==================== seg7_scan_reader
File: config.mk
export PLATFORM = sky130hd
export DESIGN_NAME = seg7_scan_reader
export DESIGN_NICKNAME = d
export VERILOG_FILES = /design/src/rtl/seg7_pkg.sv /design/src/rtl/seg7_pattern_decoder.sv /design/src/rtl/seg7_scan_reader.sv
export SDC_FILE = /design/constraint.sdc
export NUM_CORES = 1
export LEC_CHECK = 0
export CORE_MARGIN = 5
export CORE_UTILIZATION = 58
export CTS_CLUSTER_SIZE = 8
export DETAILED_ROUTE_END_ITERATION = 16
export HOLD_SLACK_MARGIN = 0.02
export PLACE_DENSITY_LB_ADDON = 0.1
export SLEW_MARGIN = 30
export SYNTH_ARGS = -nofsm -noshare
export SYNTH_HDL_FRONTEND = slang
export SYNTH_SLANG_ARGS = --single-unit
File: constraint.sdc
create_clock -name clk -period 3.3 [get_ports clk]
set_input_delay 0.66 -clock clk [delete_from_list [all_inputs] [get_ports clk]]
set_output_delay 0.66 -clock clk [all_outputs]
set_load 0.01 [all_outputs]
File: src/rtl/seg7_pkg.sv
// seg7_pkg: 7-segment glyph constants, reader FSM states and the glyph-to-nibble decode function.
package seg7_pkg;
  localparam logic [6:0] SEG_0 = 7'b1111110;
  localparam logic [6:0] SEG_1 = 7'b0110000;
  localparam logic [6:0] SEG_2 = 7'b1101101;
  localparam logic [6:0] SEG_3 = 7'b1111001;
  localparam logic [6:0] SEG_4 = 7'b0110011;
  localparam logic [6:0] SEG_5 = 7'b1011011;
  localparam logic [6:0] SEG_6 = 7'b1011111;
  localparam logic [6:0] SEG_7 = 7'b1110000;
  localparam logic [6:0] SEG_8 = 7'b1111111;
  localparam logic [6:0] SEG_9 = 7'b1111011;
  localparam logic [6:0] SEG_A = 7'b1110111;
  localparam logic [6:0] SEG_B = 7'b0011111;
  localparam logic [6:0] SEG_C = 7'b1001110;
  localparam logic [6:0] SEG_D = 7'b0111101;
  localparam logic [6:0] SEG_E = 7'b1001111;
  localparam logic [6:0] SEG_F = 7'b1000111;

  typedef enum logic [1:0] {IDLE, SETTLE, HOLD} state_e;

  // Returns {err, nibble}; unknown patterns decode to nibble 0 with err set.
  function automatic logic [4:0] seg7_to_nibble(input logic [6:0] s);
    case (s)
      SEG_0:   return 5'h00;
      SEG_1:   return 5'h01;
      SEG_2:   return 5'h02;
      SEG_3:   return 5'h03;
      SEG_4:   return 5'h04;
      SEG_5:   return 5'h05;
      SEG_6:   return 5'h06;
      SEG_7:   return 5'h07;
      SEG_8:   return 5'h08;
      SEG_9:   return 5'h09;
      SEG_A:   return 5'h0A;
      SEG_B:   return 5'h0B;
      SEG_C:   return 5'h0C;
      SEG_D:   return 5'h0D;
      SEG_E:   return 5'h0E;
      SEG_F:   return 5'h0F;
      default: return 5'h10;
    endcase
  endfunction
endpackage

File: src/rtl/seg7_pattern_decoder.sv
// seg7_pattern_decoder: combinational segment pattern to hex nibble with illegal-glyph flag.
module seg7_pattern_decoder
  import seg7_pkg::*;
(
  input  logic [6:0] seg,
  output logic [3:0] nibble,
  output logic       err
);
  assign {err, nibble} = seg7_to_nibble(seg);
endmodule

File: src/rtl/seg7_scan_reader.sv
// seg7_scan_reader: debounces a multiplexed 7-segment bus, decodes each digit and delivers
// assembled frames over a valid/ready handshake with a sticky overrun flag.
module seg7_scan_reader
  import seg7_pkg::*;
#(
  parameter int NUM_DIGITS    = 4,
  parameter int SETTLE_CYCLES = 3
) (
  input  logic                    clk,
  input  logic                    rst,
  input  logic [6:0]              seg,
  input  logic [NUM_DIGITS-1:0]   digit_en,
  output logic [4*NUM_DIGITS-1:0] out_value,
  output logic [NUM_DIGITS-1:0]   out_err,
  output logic                    out_valid,
  input  logic                    out_ready,
  output logic                    overrun
);
  localparam int CW = $clog2(SETTLE_CYCLES + 1);

  state_e                  state_q, state_d;
  logic [6:0]              snap_seg_q, snap_seg_d;
  logic [NUM_DIGITS-1:0]   snap_en_q, snap_en_d;
  logic [CW-1:0]           cnt_q, cnt_d;
  logic [4*NUM_DIGITS-1:0] slot_val_q, slot_val_d, out_value_q, out_value_d;
  logic [NUM_DIGITS-1:0]   slot_err_q, slot_err_d, out_err_q, out_err_d, seen_q, seen_d;
  logic                    out_valid_q, out_valid_d, overrun_q, overrun_d;
  logic [3:0]              nibble;
  logic                    err, one_hot, reload, cap, done;

  seg7_pattern_decoder u_dec (.seg(seg), .nibble(nibble), .err(err));

  assign one_hot   = (digit_en != '0) && ((digit_en & (digit_en - 1'b1)) == '0);
  assign out_value = out_value_q;
  assign out_err   = out_err_q;
  assign out_valid = out_valid_q;
  assign overrun   = overrun_q;

  always_comb begin
    state_d     = state_q;
    snap_seg_d  = snap_seg_q;
    snap_en_d   = snap_en_q;
    cnt_d       = cnt_q;
    slot_val_d  = slot_val_q;
    slot_err_d  = slot_err_q;
    out_value_d = out_value_q;
    out_err_d   = out_err_q;
    out_valid_d = out_valid_q;
    overrun_d   = overrun_q;
    reload      = (state_q == IDLE) || (seg != snap_seg_q) || (digit_en != snap_en_q);
    if (reload) begin
      snap_seg_d = seg;
      snap_en_d  = digit_en;
      cnt_d      = one_hot ? CW'(1) : '0;
      state_d    = one_hot ? SETTLE : IDLE;
    end else if (state_q == SETTLE) begin
      cnt_d = cnt_q + 1'b1;
    end
    // Only the SETTLE path can capture; HOLD keeps a static display from re-capturing.
    cap  = one_hot && (state_d == SETTLE) && (cnt_d == CW'(SETTLE_CYCLES));
    done = &seen_q;
    state_d = cap ? HOLD : state_d;
    seen_d  = (done ? '0 : seen_q) | (cap ? digit_en : '0);
    for (int k = 0; k < NUM_DIGITS; k++) begin
      slot_val_d[4*k +: 4] = (cap && digit_en[k]) ? nibble : slot_val_q[4*k +: 4];
      slot_err_d[k]        = (cap && digit_en[k]) ? err : slot_err_q[k];
    end
    if (done) begin
      out_value_d = slot_val_q;
      out_err_d   = slot_err_q;
      out_valid_d = 1'b1;
      overrun_d   = overrun_q | (out_valid_q & ~out_ready);
    end else if (out_valid_q && out_ready) begin
      out_valid_d = 1'b0;
    end
  end

  always_ff @(posedge clk) begin
    if (rst) begin
      state_q     <= IDLE;
      snap_seg_q  <= '0;
      snap_en_q   <= '0;
      cnt_q       <= '0;
      slot_val_q  <= '0;
      slot_err_q  <= '0;
      seen_q      <= '0;
      out_value_q <= '0;
      out_err_q   <= '0;
      out_valid_q <= 1'b0;
      overrun_q   <= 1'b0;
    end else begin
      state_q     <= state_d;
      snap_seg_q  <= snap_seg_d;
      snap_en_q   <= snap_en_d;
      cnt_q       <= cnt_d;
      slot_val_q  <= slot_val_d;
      slot_err_q  <= slot_err_d;
      seen_q      <= seen_d;
      out_value_q <= out_value_d;
      out_err_q   <= out_err_d;
      out_valid_q <= out_valid_d;
      overrun_q   <= overrun_d;
    end
  end
endmodule

==================== grapheme_rect_fill
`config.mk`:
```
export PLATFORM = sky130hd
export DESIGN_NAME = grapheme_rect_fill
export DESIGN_NICKNAME = d
export VERILOG_FILES = /design/src/rtl/grapheme_node_prot_pkg.sv /design/src/rtl/grapheme_raster_cntr.sv /design/src/rtl/grapheme_rect_fill.sv
export SDC_FILE = /design/constraint.sdc
export NUM_CORES = 1
export LEC_CHECK = 0
export CAP_MARGIN = 10
export CORE_MARGIN = 2
export CORE_UTILIZATION = 50
export CTS_CLUSTER_DIAMETER = 50
export DETAILED_ROUTE_END_ITERATION = 10
export GPL_ROUTABILITY_DRIVEN = 0
export PLACE_DENSITY = 0.78
export SLEW_MARGIN = 25
export SYNTH_ARGS = -nofsm -noshare
export SYNTH_HDL_FRONTEND = slang
export SYNTH_SLANG_ARGS = --single-unit
```
`constraint.sdc`:
```
create_clock -name clk -period 2.9 [get_ports clk]
set_input_delay 0.58 -clock clk [delete_from_list [all_inputs] [get_ports clk]]
set_output_delay 0.58 -clock clk [all_outputs]
set_load 0.01 [all_outputs]
```
`src/rtl/grapheme_node_prot_pkg.sv`:
```
// Shared definitions for the grapheme fill node: frame limits, status bit map,
// rectangle command bundle and the fill FSM state type.
package grapheme_node_prot_pkg;

   localparam int unsigned RF_X_W      = 11;
   localparam int unsigned RF_Y_W      = 10;
   localparam int unsigned RF_COLOUR_W = 24;
   localparam int unsigned RF_STATUS_W = 32;

   localparam int unsigned MAX_X = 1280;
   localparam int unsigned MAX_Y = 720;

   localparam int unsigned RF_STS_BUSY     = 0;
   localparam int unsigned RF_STS_ERR_ZERO = 1;
   localparam int unsigned RF_STS_ERR_OOB  = 2;
   localparam int unsigned RF_STS_CNT_LSB  = 16;
   localparam int unsigned RF_CNT_W        = 16;

   typedef struct packed {
      logic [RF_X_W-1:0]      x;
      logic [RF_Y_W-1:0]      y;
      logic [RF_X_W-1:0]      w;
      logic [RF_Y_W-1:0]      h;
      logic [RF_COLOUR_W-1:0] colour;
   } rect_cmd_t;

   typedef enum logic {
      ST_IDLE = 1'b0,
      ST_FILL = 1'b1
   } rf_state_t;

endpackage

```
`src/rtl/grapheme_raster_cntr.sv`:
```
// Raster-order x/y walker over a clipped rectangle; o_last is registered and
// flags the bottom-right pixel of the current rectangle.
module grapheme_raster_cntr
   import grapheme_node_prot_pkg::*;
#(
   parameter int unsigned X_W = 11,
   parameter int unsigned Y_W = 10
) (
   input  logic           clk,
   input  logic           rst_n,
   input  logic           i_load,
   input  logic           i_adv,
   input  logic [X_W-1:0] i_x0,
   input  logic [Y_W-1:0] i_y0,
   input  logic [X_W:0]   i_w,
   input  logic [Y_W:0]   i_h,
   output logic [X_W-1:0] o_x,
   output logic [Y_W-1:0] o_y,
   output logic           o_last
);

   logic [X_W-1:0] r_x;
   logic [X_W-1:0] r_x0;
   logic [Y_W-1:0] r_y;
   logic [X_W:0]   r_xend;
   logic [Y_W:0]   r_yend;
   logic           r_last;

   logic           w_row_end;
   logic [X_W-1:0] w_nx;
   logic [Y_W-1:0] w_ny;

   assign w_row_end = ({1'b0, r_x} == r_xend);
   assign w_nx      = w_row_end ? r_x0 : r_x + X_W'(1);
   assign w_ny      = w_row_end ? r_y + Y_W'(1) : r_y;

   // End coordinates kept one bit wider so the compare never wraps.
   always_ff @(posedge clk or negedge rst_n) begin
      if (!rst_n) begin
         r_x    <= '0;
         r_x0   <= '0;
         r_y    <= '0;
         r_xend <= '0;
         r_yend <= '0;
         r_last <= 1'b0;
      end else if (i_load) begin
         r_x    <= i_x0;
         r_x0   <= i_x0;
         r_y    <= i_y0;
         r_xend <= {1'b0, i_x0} + i_w - (X_W+1)'(1);
         r_yend <= {1'b0, i_y0} + i_h - (Y_W+1)'(1);
         r_last <= (i_w == (X_W+1)'(1)) && (i_h == (Y_W+1)'(1));
      end else if (i_adv) begin
         r_x    <= w_nx;
         r_y    <= w_ny;
         r_last <= ({1'b0, w_nx} == r_xend) && ({1'b0, w_ny} == r_yend);
      end
   end

   assign o_x    = r_x;
   assign o_y    = r_y;
   assign o_last = r_last;

endmodule

```
`src/rtl/grapheme_rect_fill.sv`:
```
// Rectangle fill node: validates and clips one command, then streams its
// pixels in raster order with valid/ready, gated by node_en.
module grapheme_rect_fill
   import grapheme_node_prot_pkg::rect_cmd_t, grapheme_node_prot_pkg::rf_state_t,
          grapheme_node_prot_pkg::ST_IDLE, grapheme_node_prot_pkg::ST_FILL,
          grapheme_node_prot_pkg::RF_STS_BUSY, grapheme_node_prot_pkg::RF_STS_ERR_ZERO,
          grapheme_node_prot_pkg::RF_STS_ERR_OOB, grapheme_node_prot_pkg::RF_STS_CNT_LSB,
          grapheme_node_prot_pkg::RF_CNT_W;
#(
   parameter int unsigned X_W      = grapheme_node_prot_pkg::RF_X_W,
   parameter int unsigned Y_W      = grapheme_node_prot_pkg::RF_Y_W,
   parameter int unsigned COLOUR_W = grapheme_node_prot_pkg::RF_COLOUR_W,
   parameter int unsigned MAX_X    = grapheme_node_prot_pkg::MAX_X,
   parameter int unsigned MAX_Y    = grapheme_node_prot_pkg::MAX_Y,
   parameter int unsigned STATUS_W = grapheme_node_prot_pkg::RF_STATUS_W
) (
   input  logic                clk,
   input  logic                rst_n,
   input  logic                node_en,
   input  logic                clear_flags,
   input  logic                cmd_valid,
   output logic                cmd_ready,
   input  logic [X_W-1:0]      cmd_x,
   input  logic [Y_W-1:0]      cmd_y,
   input  logic [X_W-1:0]      cmd_w,
   input  logic [Y_W-1:0]      cmd_h,
   input  logic [COLOUR_W-1:0] cmd_colour,
   output logic                pxl_valid,
   input  logic                pxl_ready,
   output logic [X_W-1:0]      pxl_x,
   output logic [Y_W-1:0]      pxl_y,
   output logic [COLOUR_W-1:0] pxl_colour,
   output logic                pxl_last,
   output logic [STATUS_W-1:0] status
);

   localparam logic [X_W:0] LP_MAX_X = (X_W+1)'(MAX_X);
   localparam logic [Y_W:0] LP_MAX_Y = (Y_W+1)'(MAX_Y);

   rf_state_t             r_state;
   logic                  r_rdy;
   logic                  r_pxl_valid;
   logic [COLOUR_W-1:0]   r_colour;
   logic                  r_err_zero;
   logic                  r_err_oob;
   logic [RF_CNT_W-1:0]   r_cnt;

   rect_cmd_t             w_cmd;
   logic                  w_cmd_hs;
   logic                  w_zero;
   logic                  w_oob;
   logic                  w_load;
   logic                  w_pxl_hs;
   logic                  w_done;
   logic                  w_cntr_last;
   logic [X_W:0]          w_room_x;
   logic [Y_W:0]          w_room_y;
   logic [X_W:0]          w_w_eff;
   logic [Y_W:0]          w_h_eff;
   logic [RF_CNT_W-1:0]   w_cnt_base;

   assign w_cmd = '{x: cmd_x, y: cmd_y, w: cmd_w, h: cmd_h, colour: cmd_colour};

   // r_rdy is only ever high in IDLE and is held low through reset.
   assign cmd_ready = r_rdy & node_en;
   assign w_cmd_hs  = cmd_valid & cmd_ready;

   assign w_zero   = (w_cmd.w == '0) || (w_cmd.h == '0);
   assign w_oob    = ({1'b0, w_cmd.x} >= LP_MAX_X) || ({1'b0, w_cmd.y} >= LP_MAX_Y);
   assign w_load   = w_cmd_hs & ~w_zero & ~w_oob;

   assign w_room_x = LP_MAX_X - {1'b0, w_cmd.x};
   assign w_room_y = LP_MAX_Y - {1'b0, w_cmd.y};
   assign w_w_eff  = ({1'b0, w_cmd.w} < w_room_x) ? {1'b0, w_cmd.w} : w_room_x;
   assign w_h_eff  = ({1'b0, w_cmd.h} < w_room_y) ? {1'b0, w_cmd.h} : w_room_y;

   assign w_pxl_hs = r_pxl_valid & pxl_ready;
   assign w_done   = w_pxl_hs & w_cntr_last;

   grapheme_raster_cntr #(
      .X_W (X_W),
      .Y_W (Y_W)
   ) u_cntr (
      .clk    (clk),
      .rst_n  (rst_n),
      .i_load (w_load),
      .i_adv  (w_pxl_hs),
      .i_x0   (w_cmd.x),
      .i_y0   (w_cmd.y),
      .i_w    (w_w_eff),
      .i_h    (w_h_eff),
      .o_x    (pxl_x),
      .o_y    (pxl_y),
      .o_last (w_cntr_last)
   );

   always_ff @(posedge clk or negedge rst_n) begin
      if (!rst_n) begin
         r_state     <= ST_IDLE;
         r_rdy       <= 1'b0;
         r_pxl_valid <= 1'b0;
         r_colour    <= '0;
      end else begin
         case (r_state)
            ST_IDLE: begin
               r_rdy <= 1'b1;
               if (w_load) begin
                  r_state     <= ST_FILL;
                  r_rdy       <= 1'b0;
                  r_pxl_valid <= 1'b1;
                  r_colour    <= w_cmd.colour;
               end
            end
            ST_FILL: begin
               if (w_done) begin
                  r_state     <= ST_IDLE;
                  r_rdy       <= 1'b1;
                  r_pxl_valid <= 1'b0;
               end else if (w_pxl_hs) begin
                  r_pxl_valid <= node_en;
               end else if (!r_pxl_valid && node_en) begin
                  r_pxl_valid <= 1'b1;
               end
            end
            default: begin
               r_state     <= ST_IDLE;
               r_rdy       <= 1'b0;
               r_pxl_valid <= 1'b0;
            end
         endcase
      end
   end

   assign pxl_valid  = r_pxl_valid;
   assign pxl_colour = r_colour;
   assign pxl_last   = w_cntr_last;

   // Clear applies first so a coinciding set or completion still lands.
   assign w_cnt_base = clear_flags ? '0 : r_cnt;

   always_ff @(posedge clk or negedge rst_n) begin
      if (!rst_n) begin
         r_err_zero <= 1'b0;
         r_err_oob  <= 1'b0;
         r_cnt      <= '0;
      end else begin
         r_err_zero <= (w_cmd_hs & w_zero) | (r_err_zero & ~clear_flags);
         r_err_oob  <= (w_cmd_hs & ~w_zero & w_oob) | (r_err_oob & ~clear_flags);
         r_cnt      <= (w_done && (w_cnt_base != '1)) ? w_cnt_base + RF_CNT_W'(1) : w_cnt_base;
      end
   end

   always_comb begin
      status                                = '0;
      status[RF_STS_BUSY]                   = (r_state == ST_FILL);
      status[RF_STS_ERR_ZERO]               = r_err_zero;
      status[RF_STS_ERR_OOB]                = r_err_oob;
      status[RF_STS_CNT_LSB +: RF_CNT_W]    = r_cnt;
   end

endmodule

```
==================== snake_grid_renderer_flat
[config.mk]
export PLATFORM = sky130hd
export DESIGN_NAME = snake_grid_renderer_flat
export DESIGN_NICKNAME = d
export VERILOG_FILES = /design/src/rtl/snake_grid_renderer_if.sv /design/src/rtl/snake_grid_renderer.sv /design/src/flat_wrapper.sv
export SDC_FILE = /design/constraint.sdc
export NUM_CORES = 1
export LEC_CHECK = 0
export CAP_MARGIN = 20
export CORE_AREA = 5 5 242 244
export CTS_BUF_LIST = sky130_fd_sc_hd__clkbuf_16
export DETAILED_ROUTE_END_ITERATION = 10
export DIE_AREA = 0 0 247 249
export MAX_ROUTING_LAYER = met4
export PLACE_DENSITY = 0.67
export SYNTH_ARGS = -nofsm -noshare
export SYNTH_HDL_FRONTEND = slang
export SYNTH_SLANG_ARGS = --single-unit
[constraint.sdc]
create_clock -name clock_25 -period 8.8 [get_ports clock_25]
set_input_delay 0.88 -clock clock_25 [delete_from_list [all_inputs] [get_ports clock_25]]
set_output_delay 0.88 -clock clock_25 [all_outputs]
set_load 0.005 [all_outputs]
[src/rtl/snake_grid_renderer_if.sv]
// snake_grid_renderer_if: pixel scan, symbol ROM and segment-load signals of the snake grid renderer
interface snake_grid_renderer_if #(
    parameter int PIXEL_DISPLAY_BIT = 9,
    parameter int COORD_BIT         = 7,
    parameter int FRUIT_COUNT       = 1,
    parameter int BLOCK_SIZE        = 5,
    parameter int COLOR_BIT         = 2
);
    localparam int SYM_W   = BLOCK_SIZE*BLOCK_SIZE*COLOR_BIT;
    localparam int PIX_BIT = $clog2(BLOCK_SIZE*BLOCK_SIZE);
    logic [PIXEL_DISPLAY_BIT:0]       X, Y;
    logic                             frame_start;
    logic                             load_valid, load_ready, load_last;
    logic [COORD_BIT-1:0]             load_x, load_y;
    logic [FRUIT_COUNT*COORD_BIT-1:0] fruit_x, fruit_y;
    logic [1:0]                       selected_figure;
    logic [PIX_BIT-1:0]               pixel_index;
    logic [SYM_W-1:0]                 selected_symbol;
    logic                             game_area, game_enable;
    logic [COLOR_BIT-1:0]             game_data;
    logic                             self_hit, load_overflow;
    modport master (
        output X, Y, frame_start, load_valid, load_last, load_x, load_y, fruit_x, fruit_y, selected_symbol,
        input  load_ready, selected_figure, pixel_index, game_area, game_enable, game_data, self_hit, load_overflow
    );
    modport slave (
        input  X, Y, frame_start, load_valid, load_last, load_x, load_y, fruit_x, fruit_y, selected_symbol,
        output load_ready, selected_figure, pixel_index, game_area, game_enable, game_data, self_hit, load_overflow
    );
endinterface

[src/rtl/snake_grid_renderer.sv]
// snake_grid_renderer: grid classification, symbol pixel fetch and double-buffered snake segment store
module snake_grid_renderer #(
    parameter int PIXEL_DISPLAY_BIT = 9,
    parameter int COORD_BIT         = 7,
    parameter int SNAKE_LENGTH_BIT  = 4,
    parameter int SNAKE_LENGTH_MAX  = 16,
    parameter int FRUIT_COUNT       = 1,
    parameter int BLOCK_SIZE        = 5,
    parameter int GRID_W            = 124,
    parameter int GRID_H            = 81,
    parameter int X_off             = 58,
    parameter int Y_off             = 43,
    parameter int COLOR_BIT         = 2
) (
    input logic                clock_25,
    input logic                reset,
    snake_grid_renderer_if.slave bus
);
    localparam int PD      = PIXEL_DISPLAY_BIT + 1;
    localparam int SYM_W   = BLOCK_SIZE*BLOCK_SIZE*COLOR_BIT;
    localparam int PIX_BIT = $clog2(BLOCK_SIZE*BLOCK_SIZE);
    localparam int LB      = $clog2(BLOCK_SIZE);
    localparam int CNT_BIT = SNAKE_LENGTH_BIT + 1;
    localparam int X_END   = X_off + GRID_W*BLOCK_SIZE;
    localparam int Y_END   = Y_off + GRID_H*BLOCK_SIZE;
    typedef enum logic [1:0] {IDLE, SCAN, DONE} scan_t;
    logic [LB-1:0]                    r_xl, r_yl, w_xl, w_yl;
    logic [COORD_BIT-1:0]             r_xb, r_yb, w_xb, w_yb;
    logic                             w_x0, w_xw, w_yw, w_area;
    logic                             w_head, w_body, w_tail, w_fruit, w_hit;
    logic [1:0]                       w_fig, r_fig;
    logic [PIX_BIT-1:0]               w_pix, r_pix;
    logic                             r_hit, r_en;
    logic [COLOR_BIT-1:0]             r_data;
    logic [COORD_BIT-1:0]             r_sx [2][SNAKE_LENGTH_MAX];
    logic [COORD_BIT-1:0]             r_sy [2][SNAKE_LENGTH_MAX];
    logic [FRUIT_COUNT*COORD_BIT-1:0] r_fx, r_fy;
    logic                             r_sel, r_complete, r_live, r_ovf, r_self;
    logic [CNT_BIT-1:0]               r_cnt, r_len;
    logic [SNAKE_LENGTH_BIT-1:0]      r_idx;
    scan_t                            r_state;
    logic                             w_full, w_ready, w_acc;
    // Current pixel's local/block position: x restarts at the first game column, y at the first game row
    assign w_x0   = bus.X == PD'(X_off);
    assign w_xw   = r_xl == LB'(BLOCK_SIZE-1);
    assign w_xl   = (w_x0 || w_xw) ? '0 : r_xl + 1'b1;
    assign w_xb   = w_x0 ? '0 : (w_xw ? r_xb + 1'b1 : r_xb);
    assign w_yl   = (bus.Y == PD'(Y_off)) ? '0 : r_yl;
    assign w_yb   = (bus.Y == PD'(Y_off)) ? '0 : r_yb;
    assign w_yw   = w_yl == LB'(BLOCK_SIZE-1);
    assign w_area = bus.X >= PD'(X_off) && bus.X < PD'(X_END) && bus.Y >= PD'(Y_off) && bus.Y < PD'(Y_END);
    // Position counters; y steps once per row when the scan leaves the game area
    always_ff @(posedge clock_25 or negedge reset) begin
        if (!reset) begin
            r_xl <= '0;
            r_xb <= '0;
            r_yl <= '0;
            r_yb <= '0;
        end else begin
            r_xl <= w_xl;
            r_xb <= w_xb;
            r_yl <= (bus.X == PD'(X_END)) ? (w_yw ? '0 : w_yl + 1'b1) : w_yl;
            r_yb <= (bus.X == PD'(X_END) && w_yw) ? w_yb + 1'b1 : w_yb;
        end
    end
    // Parallel match of the current block against every active segment and fruit
    always_comb begin
        w_head  = 1'b0;
        w_body  = 1'b0;
        w_tail  = 1'b0;
        w_fruit = 1'b0;
        for (int i = 0; i < SNAKE_LENGTH_MAX; i++)
            if (i < int'(r_len) && r_sx[r_sel][i] == w_xb && r_sy[r_sel][i] == w_yb) begin
                if (i == 0) w_head = 1'b1;
                else if (i == int'(r_len) - 1) w_tail = 1'b1;
                else w_body = 1'b1;
            end
        for (int f = 0; f < FRUIT_COUNT; f++)
            if (r_live && r_fx[f*COORD_BIT +: COORD_BIT] == w_xb && r_fy[f*COORD_BIT +: COORD_BIT] == w_yb)
                w_fruit = 1'b1;
    end
    assign w_hit = w_area && (w_head || w_body || w_tail || w_fruit);
    assign w_fig = w_head ? 2'b00 : w_tail ? 2'b10 : w_body ? 2'b01 : 2'b11;
    assign w_pix = PIX_BIT'(w_yl) * PIX_BIT'(BLOCK_SIZE) + PIX_BIT'(w_xl);
    // Two-stage pixel pipeline: classify, then pick the colour bits out of the ROM word
    always_ff @(posedge clock_25 or negedge reset) begin
        if (!reset) begin
            r_fig  <= '0;
            r_pix  <= '0;
            r_hit  <= 1'b0;
            r_en   <= 1'b0;
            r_data <= '0;
        end else begin
            r_fig  <= w_fig;
            r_pix  <= w_pix;
            r_hit  <= w_hit;
            r_en   <= r_hit;
            r_data <= r_hit ? bus.selected_symbol[SYM_W-1-int'(r_pix)*COLOR_BIT -: COLOR_BIT] : '0;
        end
    end
    assign w_full  = r_cnt == CNT_BIT'(SNAKE_LENGTH_MAX);
    assign w_ready = !r_complete && !w_full && !bus.frame_start;
    assign w_acc   = bus.load_valid && w_ready;
    // Shadow bank write; segment data needs no reset since the active length gates it
    always_ff @(posedge clock_25) begin
        if (w_acc) begin
            r_sx[~r_sel][r_cnt[SNAKE_LENGTH_BIT-1:0]] <= bus.load_x;
            r_sy[~r_sel][r_cnt[SNAKE_LENGTH_BIT-1:0]] <= bus.load_y;
        end
    end
    // Load bookkeeping, frame-start bank swap and the head-versus-body self-collision scan
    always_ff @(posedge clock_25 or negedge reset) begin
        if (!reset) begin
            r_sel      <= 1'b0;
            r_len      <= '0;
            r_cnt      <= '0;
            r_complete <= 1'b0;
            r_live     <= 1'b0;
            r_fx       <= '0;
            r_fy       <= '0;
            r_ovf      <= 1'b0;
            r_self     <= 1'b0;
            r_idx      <= '0;
            r_state    <= IDLE;
        end else begin
            if (bus.load_valid && w_full) r_ovf <= 1'b1;
            if (bus.frame_start && r_complete) begin
                r_sel      <= ~r_sel;
                r_len      <= r_cnt;
                r_fx       <= bus.fruit_x;
                r_fy       <= bus.fruit_y;
                r_live     <= 1'b1;
                r_cnt      <= '0;
                r_complete <= 1'b0;
                r_self     <= 1'b0;
                r_idx      <= SNAKE_LENGTH_BIT'(1);
                r_state    <= (r_cnt >= CNT_BIT'(2)) ? SCAN : DONE;
            end else begin
                if (w_acc) begin
                    r_cnt      <= r_cnt + 1'b1;
                    r_complete <= bus.load_last;
                end
                if (r_state == SCAN && r_sx[r_sel][r_idx] == r_sx[r_sel][0] && r_sy[r_sel][r_idx] == r_sy[r_sel][0])
                    r_self <= 1'b1;
                if (r_state == SCAN) r_idx <= r_idx + 1'b1;
                r_state <= (r_state == SCAN) ? (({1'b0, r_idx} == r_len - 1'b1) ? DONE : SCAN)
                                             : IDLE;
            end
        end
    end
    assign bus.load_ready      = w_ready;
    assign bus.game_area       = w_area;
    assign bus.selected_figure = r_fig;
    assign bus.pixel_index     = r_pix;
    assign bus.game_enable     = r_en;
    assign bus.game_data       = r_data;
    assign bus.self_hit        = r_self;
    assign bus.load_overflow   = r_ovf;
endmodule

[src/flat_wrapper.sv]
// flat-port wrapper written by rule: the top's interface ports become plain ports
module snake_grid_renderer_flat 
#(
    parameter int PIXEL_DISPLAY_BIT = 9,
    parameter int COORD_BIT         = 7,
    parameter int SNAKE_LENGTH_BIT  = 4,
    parameter int SNAKE_LENGTH_MAX  = 16,
    parameter int FRUIT_COUNT       = 1,
    parameter int BLOCK_SIZE        = 5,
    parameter int GRID_W            = 124,
    parameter int GRID_H            = 81,
    parameter int X_off             = 58,
    parameter int Y_off             = 43,
    parameter int COLOR_BIT         = 2
)
  (clock_25, reset, bus_X, bus_Y, bus_frame_start, bus_load_valid, bus_load_last, bus_load_x, bus_load_y, bus_fruit_x, bus_fruit_y, bus_selected_symbol, bus_load_ready, bus_selected_figure, bus_pixel_index, bus_game_area, bus_game_enable, bus_game_data, bus_self_hit, bus_load_overflow);
  snake_grid_renderer_if #(.PIXEL_DISPLAY_BIT(PIXEL_DISPLAY_BIT), .COORD_BIT(COORD_BIT), .FRUIT_COUNT(FRUIT_COUNT), .BLOCK_SIZE(BLOCK_SIZE), .COLOR_BIT(COLOR_BIT)) bus_i ();
  input logic clock_25;
  input logic reset;
  input wire logic [$bits(bus_i.X)-1:0] bus_X;
  input wire logic [$bits(bus_i.Y)-1:0] bus_Y;
  input wire logic [$bits(bus_i.frame_start)-1:0] bus_frame_start;
  input wire logic [$bits(bus_i.load_valid)-1:0] bus_load_valid;
  input wire logic [$bits(bus_i.load_last)-1:0] bus_load_last;
  input wire logic [$bits(bus_i.load_x)-1:0] bus_load_x;
  input wire logic [$bits(bus_i.load_y)-1:0] bus_load_y;
  input wire logic [$bits(bus_i.fruit_x)-1:0] bus_fruit_x;
  input wire logic [$bits(bus_i.fruit_y)-1:0] bus_fruit_y;
  input wire logic [$bits(bus_i.selected_symbol)-1:0] bus_selected_symbol;
  output wire logic [$bits(bus_i.load_ready)-1:0] bus_load_ready;
  output wire logic [$bits(bus_i.selected_figure)-1:0] bus_selected_figure;
  output wire logic [$bits(bus_i.pixel_index)-1:0] bus_pixel_index;
  output wire logic [$bits(bus_i.game_area)-1:0] bus_game_area;
  output wire logic [$bits(bus_i.game_enable)-1:0] bus_game_enable;
  output wire logic [$bits(bus_i.game_data)-1:0] bus_game_data;
  output wire logic [$bits(bus_i.self_hit)-1:0] bus_self_hit;
  output wire logic [$bits(bus_i.load_overflow)-1:0] bus_load_overflow;
  assign bus_i.X = bus_X;
  assign bus_i.Y = bus_Y;
  assign bus_i.frame_start = bus_frame_start;
  assign bus_i.load_valid = bus_load_valid;
  assign bus_i.load_last = bus_load_last;
  assign bus_i.load_x = bus_load_x;
  assign bus_i.load_y = bus_load_y;
  assign bus_i.fruit_x = bus_fruit_x;
  assign bus_i.fruit_y = bus_fruit_y;
  assign bus_i.selected_symbol = bus_selected_symbol;
  assign bus_load_ready = bus_i.load_ready;
  assign bus_selected_figure = bus_i.selected_figure;
  assign bus_pixel_index = bus_i.pixel_index;
  assign bus_game_area = bus_i.game_area;
  assign bus_game_enable = bus_i.game_enable;
  assign bus_game_data = bus_i.game_data;
  assign bus_self_hit = bus_i.self_hit;
  assign bus_load_overflow = bus_i.load_overflow;
  snake_grid_renderer #(.PIXEL_DISPLAY_BIT(PIXEL_DISPLAY_BIT), .COORD_BIT(COORD_BIT), .SNAKE_LENGTH_BIT(SNAKE_LENGTH_BIT), .SNAKE_LENGTH_MAX(SNAKE_LENGTH_MAX), .FRUIT_COUNT(FRUIT_COUNT), .BLOCK_SIZE(BLOCK_SIZE), .GRID_W(GRID_W), .GRID_H(GRID_H), .X_off(X_off), .Y_off(Y_off), .COLOR_BIT(COLOR_BIT)) u_core (.clock_25(clock_25), .reset(reset), .bus(bus_i));
endmodule
snake_grid_renderer_flat/m1.png
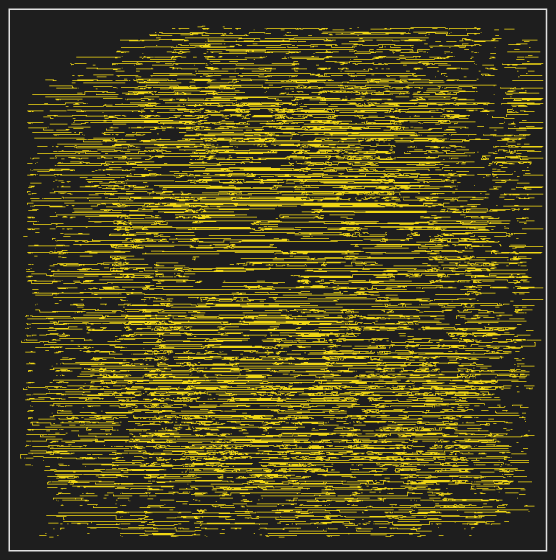
share of all routed wire: 40%
main direction: horizontal
nets with wire on the layer: 2287

==> impl_metrics.json, snake_grid_renderer_flat <==
{
  "ys_sh_adder_pct": 1.25,
  "row_count": 87,
  "design_area_um2": 31600,
  "final_util_pct": 56.3,
  "flops": 514,
  "combinationalPower_mw": 4.15,
  "setup_viol": 0,
  "layout_top_cell": "edfxtp_1",
  "rr_worst_depth": 12,
  "clk-power_mw": 2.25,
  "cp-start-kind": "flop",
  "htreeDepth": 2,
  "top_power_group": "combinational logic",
  "outcome": "finished, final reports clean",
  "required_ns": 9.34,
  "dp_cells": 3005,
  "crit_arrival_ns": 5.68,
  "clockBufferCount": 55
}
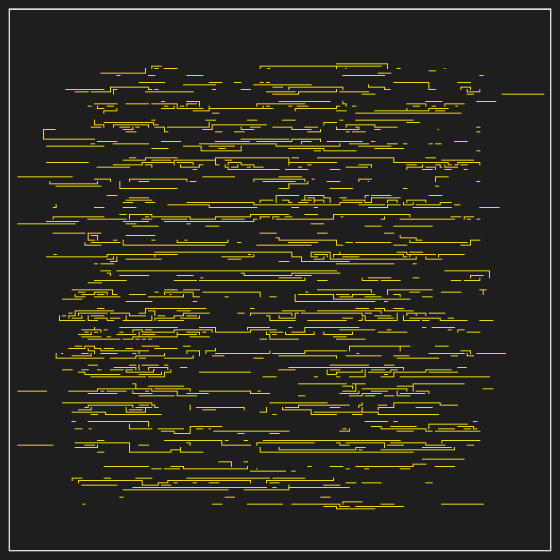
seg7_scan_reader/m1.png
nets with wire on the layer: 319
share of all routed wire: 47%
longest straight run: 31.7 µm

seg7_scan_reader/route_heat.png
The bar under the picture is 20 µm long. 16 x 16 tiles, from dark blue (low) to red (high), scaled to the fullest tile. Values are wire area over tile area, all layers added.
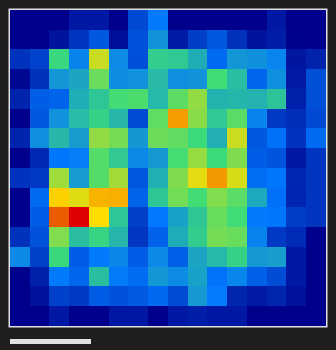
mean over tiles: 0.15
densest ninth of the die: center
fullest tile: 0.55
emptiest ninth of the die: south-east

==> impl_metrics.json, seg7_scan_reader <==
{
  "outcome": "finished, final reports clean",
  "area_growth_pct": 20.2,
  "max_stage_delay_ns": 0.60,
  "drtAntennaViolNets": 0,
  "grtUsageTotal_pct": 19.4,
  "setup_viol": 0,
  "row_count": 24,
  "p_seq_mw": 0.749,
  "timing.hold.ws_ns": 0.452,
  "maxUsedRoutingLayer": "met4",
  "comb_area_share_pct": 41.0,
  "logic_family": "simple AND/OR/NAND/NOR gates",
  "maxSlewViolCount": 0,
  "vias": 2135,
  "top_power_group": "registers",
  "dp_cells": 369,
  "dpl.hpwl_mm": 3.80,
  "fin_crit_ns": 2.54,
  "cts_setup_buffers": 0,
  "synth_seq_share_pct": 45.6,
  "syn_area_um2": 2680,
  "cp-start-kind": "primary input",
  "p_seq_share_pct": 49.8,
  "grt_pass1_vias": 2023,
  "met3_length_um": 198,
  "path_clk_slew_ns": 0.06,
  "die_area_um2": 6080,
  "final_cells": 384,
  "n_fill_cell": 361,
  "ys_sh_simple_pct": 25.9
}
grapheme_rect_fill/class_map.png
Fill, decap, tap and diode cells in gray.
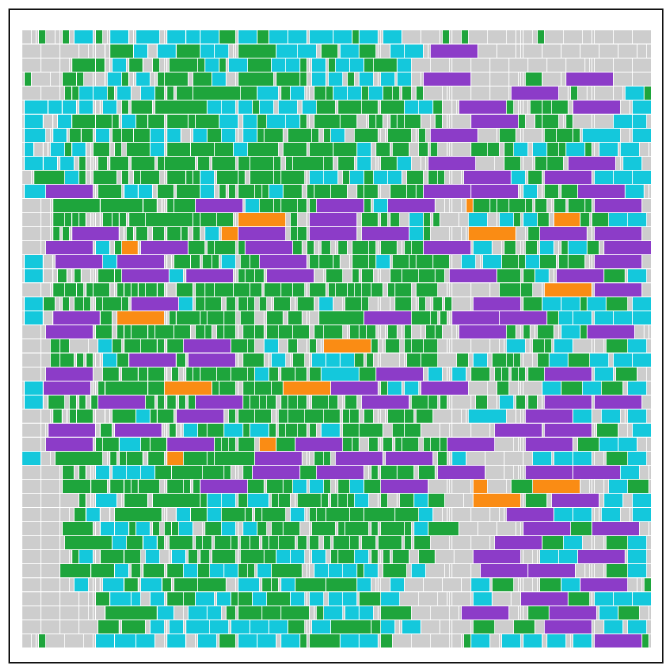
legend:
  remaining buffers and delay cells:
    color: cyan
    cells: 320
    share_of_their_area: 26%
  clock drivers and dummy loads:
    color: orange
    cells: 16
    share_of_their_area: 2.6%
  registers:
    color: purple
    cells: 101
    share_of_their_area: 23%
  remaining logic cells:
    color: green
    cells: 725
    share_of_their_area: 48%

grapheme_rect_fill/clock_nets.png
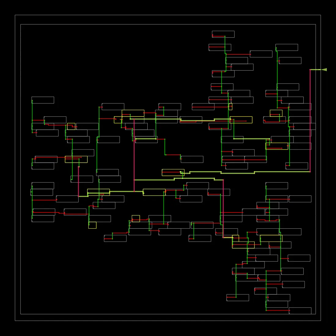
Sink Count: 101
clock buf count: 11
worst clock skew: 0.0110 ns

==> impl_metrics.json, grapheme_rect_fill <==
{
  "combinationalPower_mw": 4.27,
  "buf_share_pct": 25.5,
  "ys_sh_adder_pct": 10.9,
  "met2_usage_pct": 46.9,
  "finish.net_count": 1293,
  "timing.hold.ws_ns": 0.179,
  "antenna_cells": 0,
  "clk-power_mw": 1.16,
  "flops": 101,
  "setup_ws_ns": -2.16,
  "drt_iter0_markers": 494,
  "rsz0062_at_grt": "yes",
  "outcome": "complete, but fails checks",
  "setup_viol": 24,
  "crit_fanout": 5,
  "drtAntennaViolNets": 0,
  "fp_util_pct": 51.2,
  "ys.warnings.count": 0,
  "violations": "setup timing"
}


==> gallery <==
Metal 3.
shot_01.png
The bar under the picture is 50 µm long.
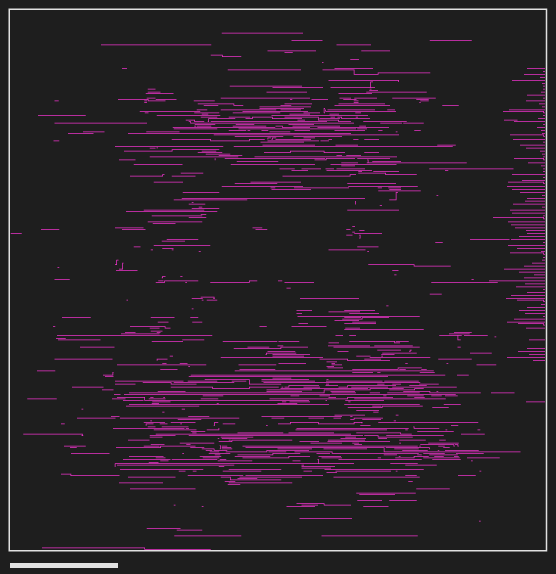
shot_02.png
The bar under the picture is 20 µm long.
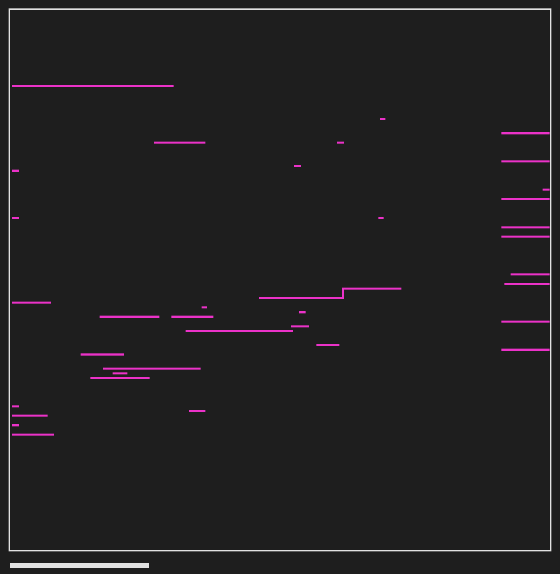
shot_03.png
The bar under the picture is 50 µm long.
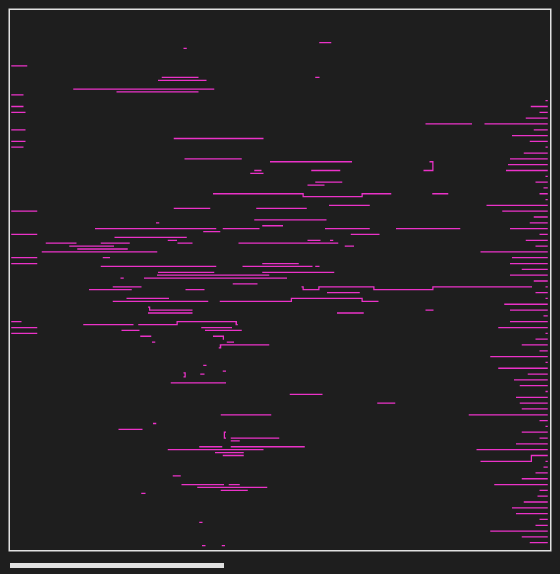
shot_03.png is grapheme_rect_fill.
shot_01.png is snake_grid_renderer_flat.
shot_02.png is seg7_scan_reader.

Key to shot_02.png:
longest straight run: 23.0 µm
share of all routed wire: 3.5%
wire length on this layer: 199 µm
nets with wire on the layer: 28

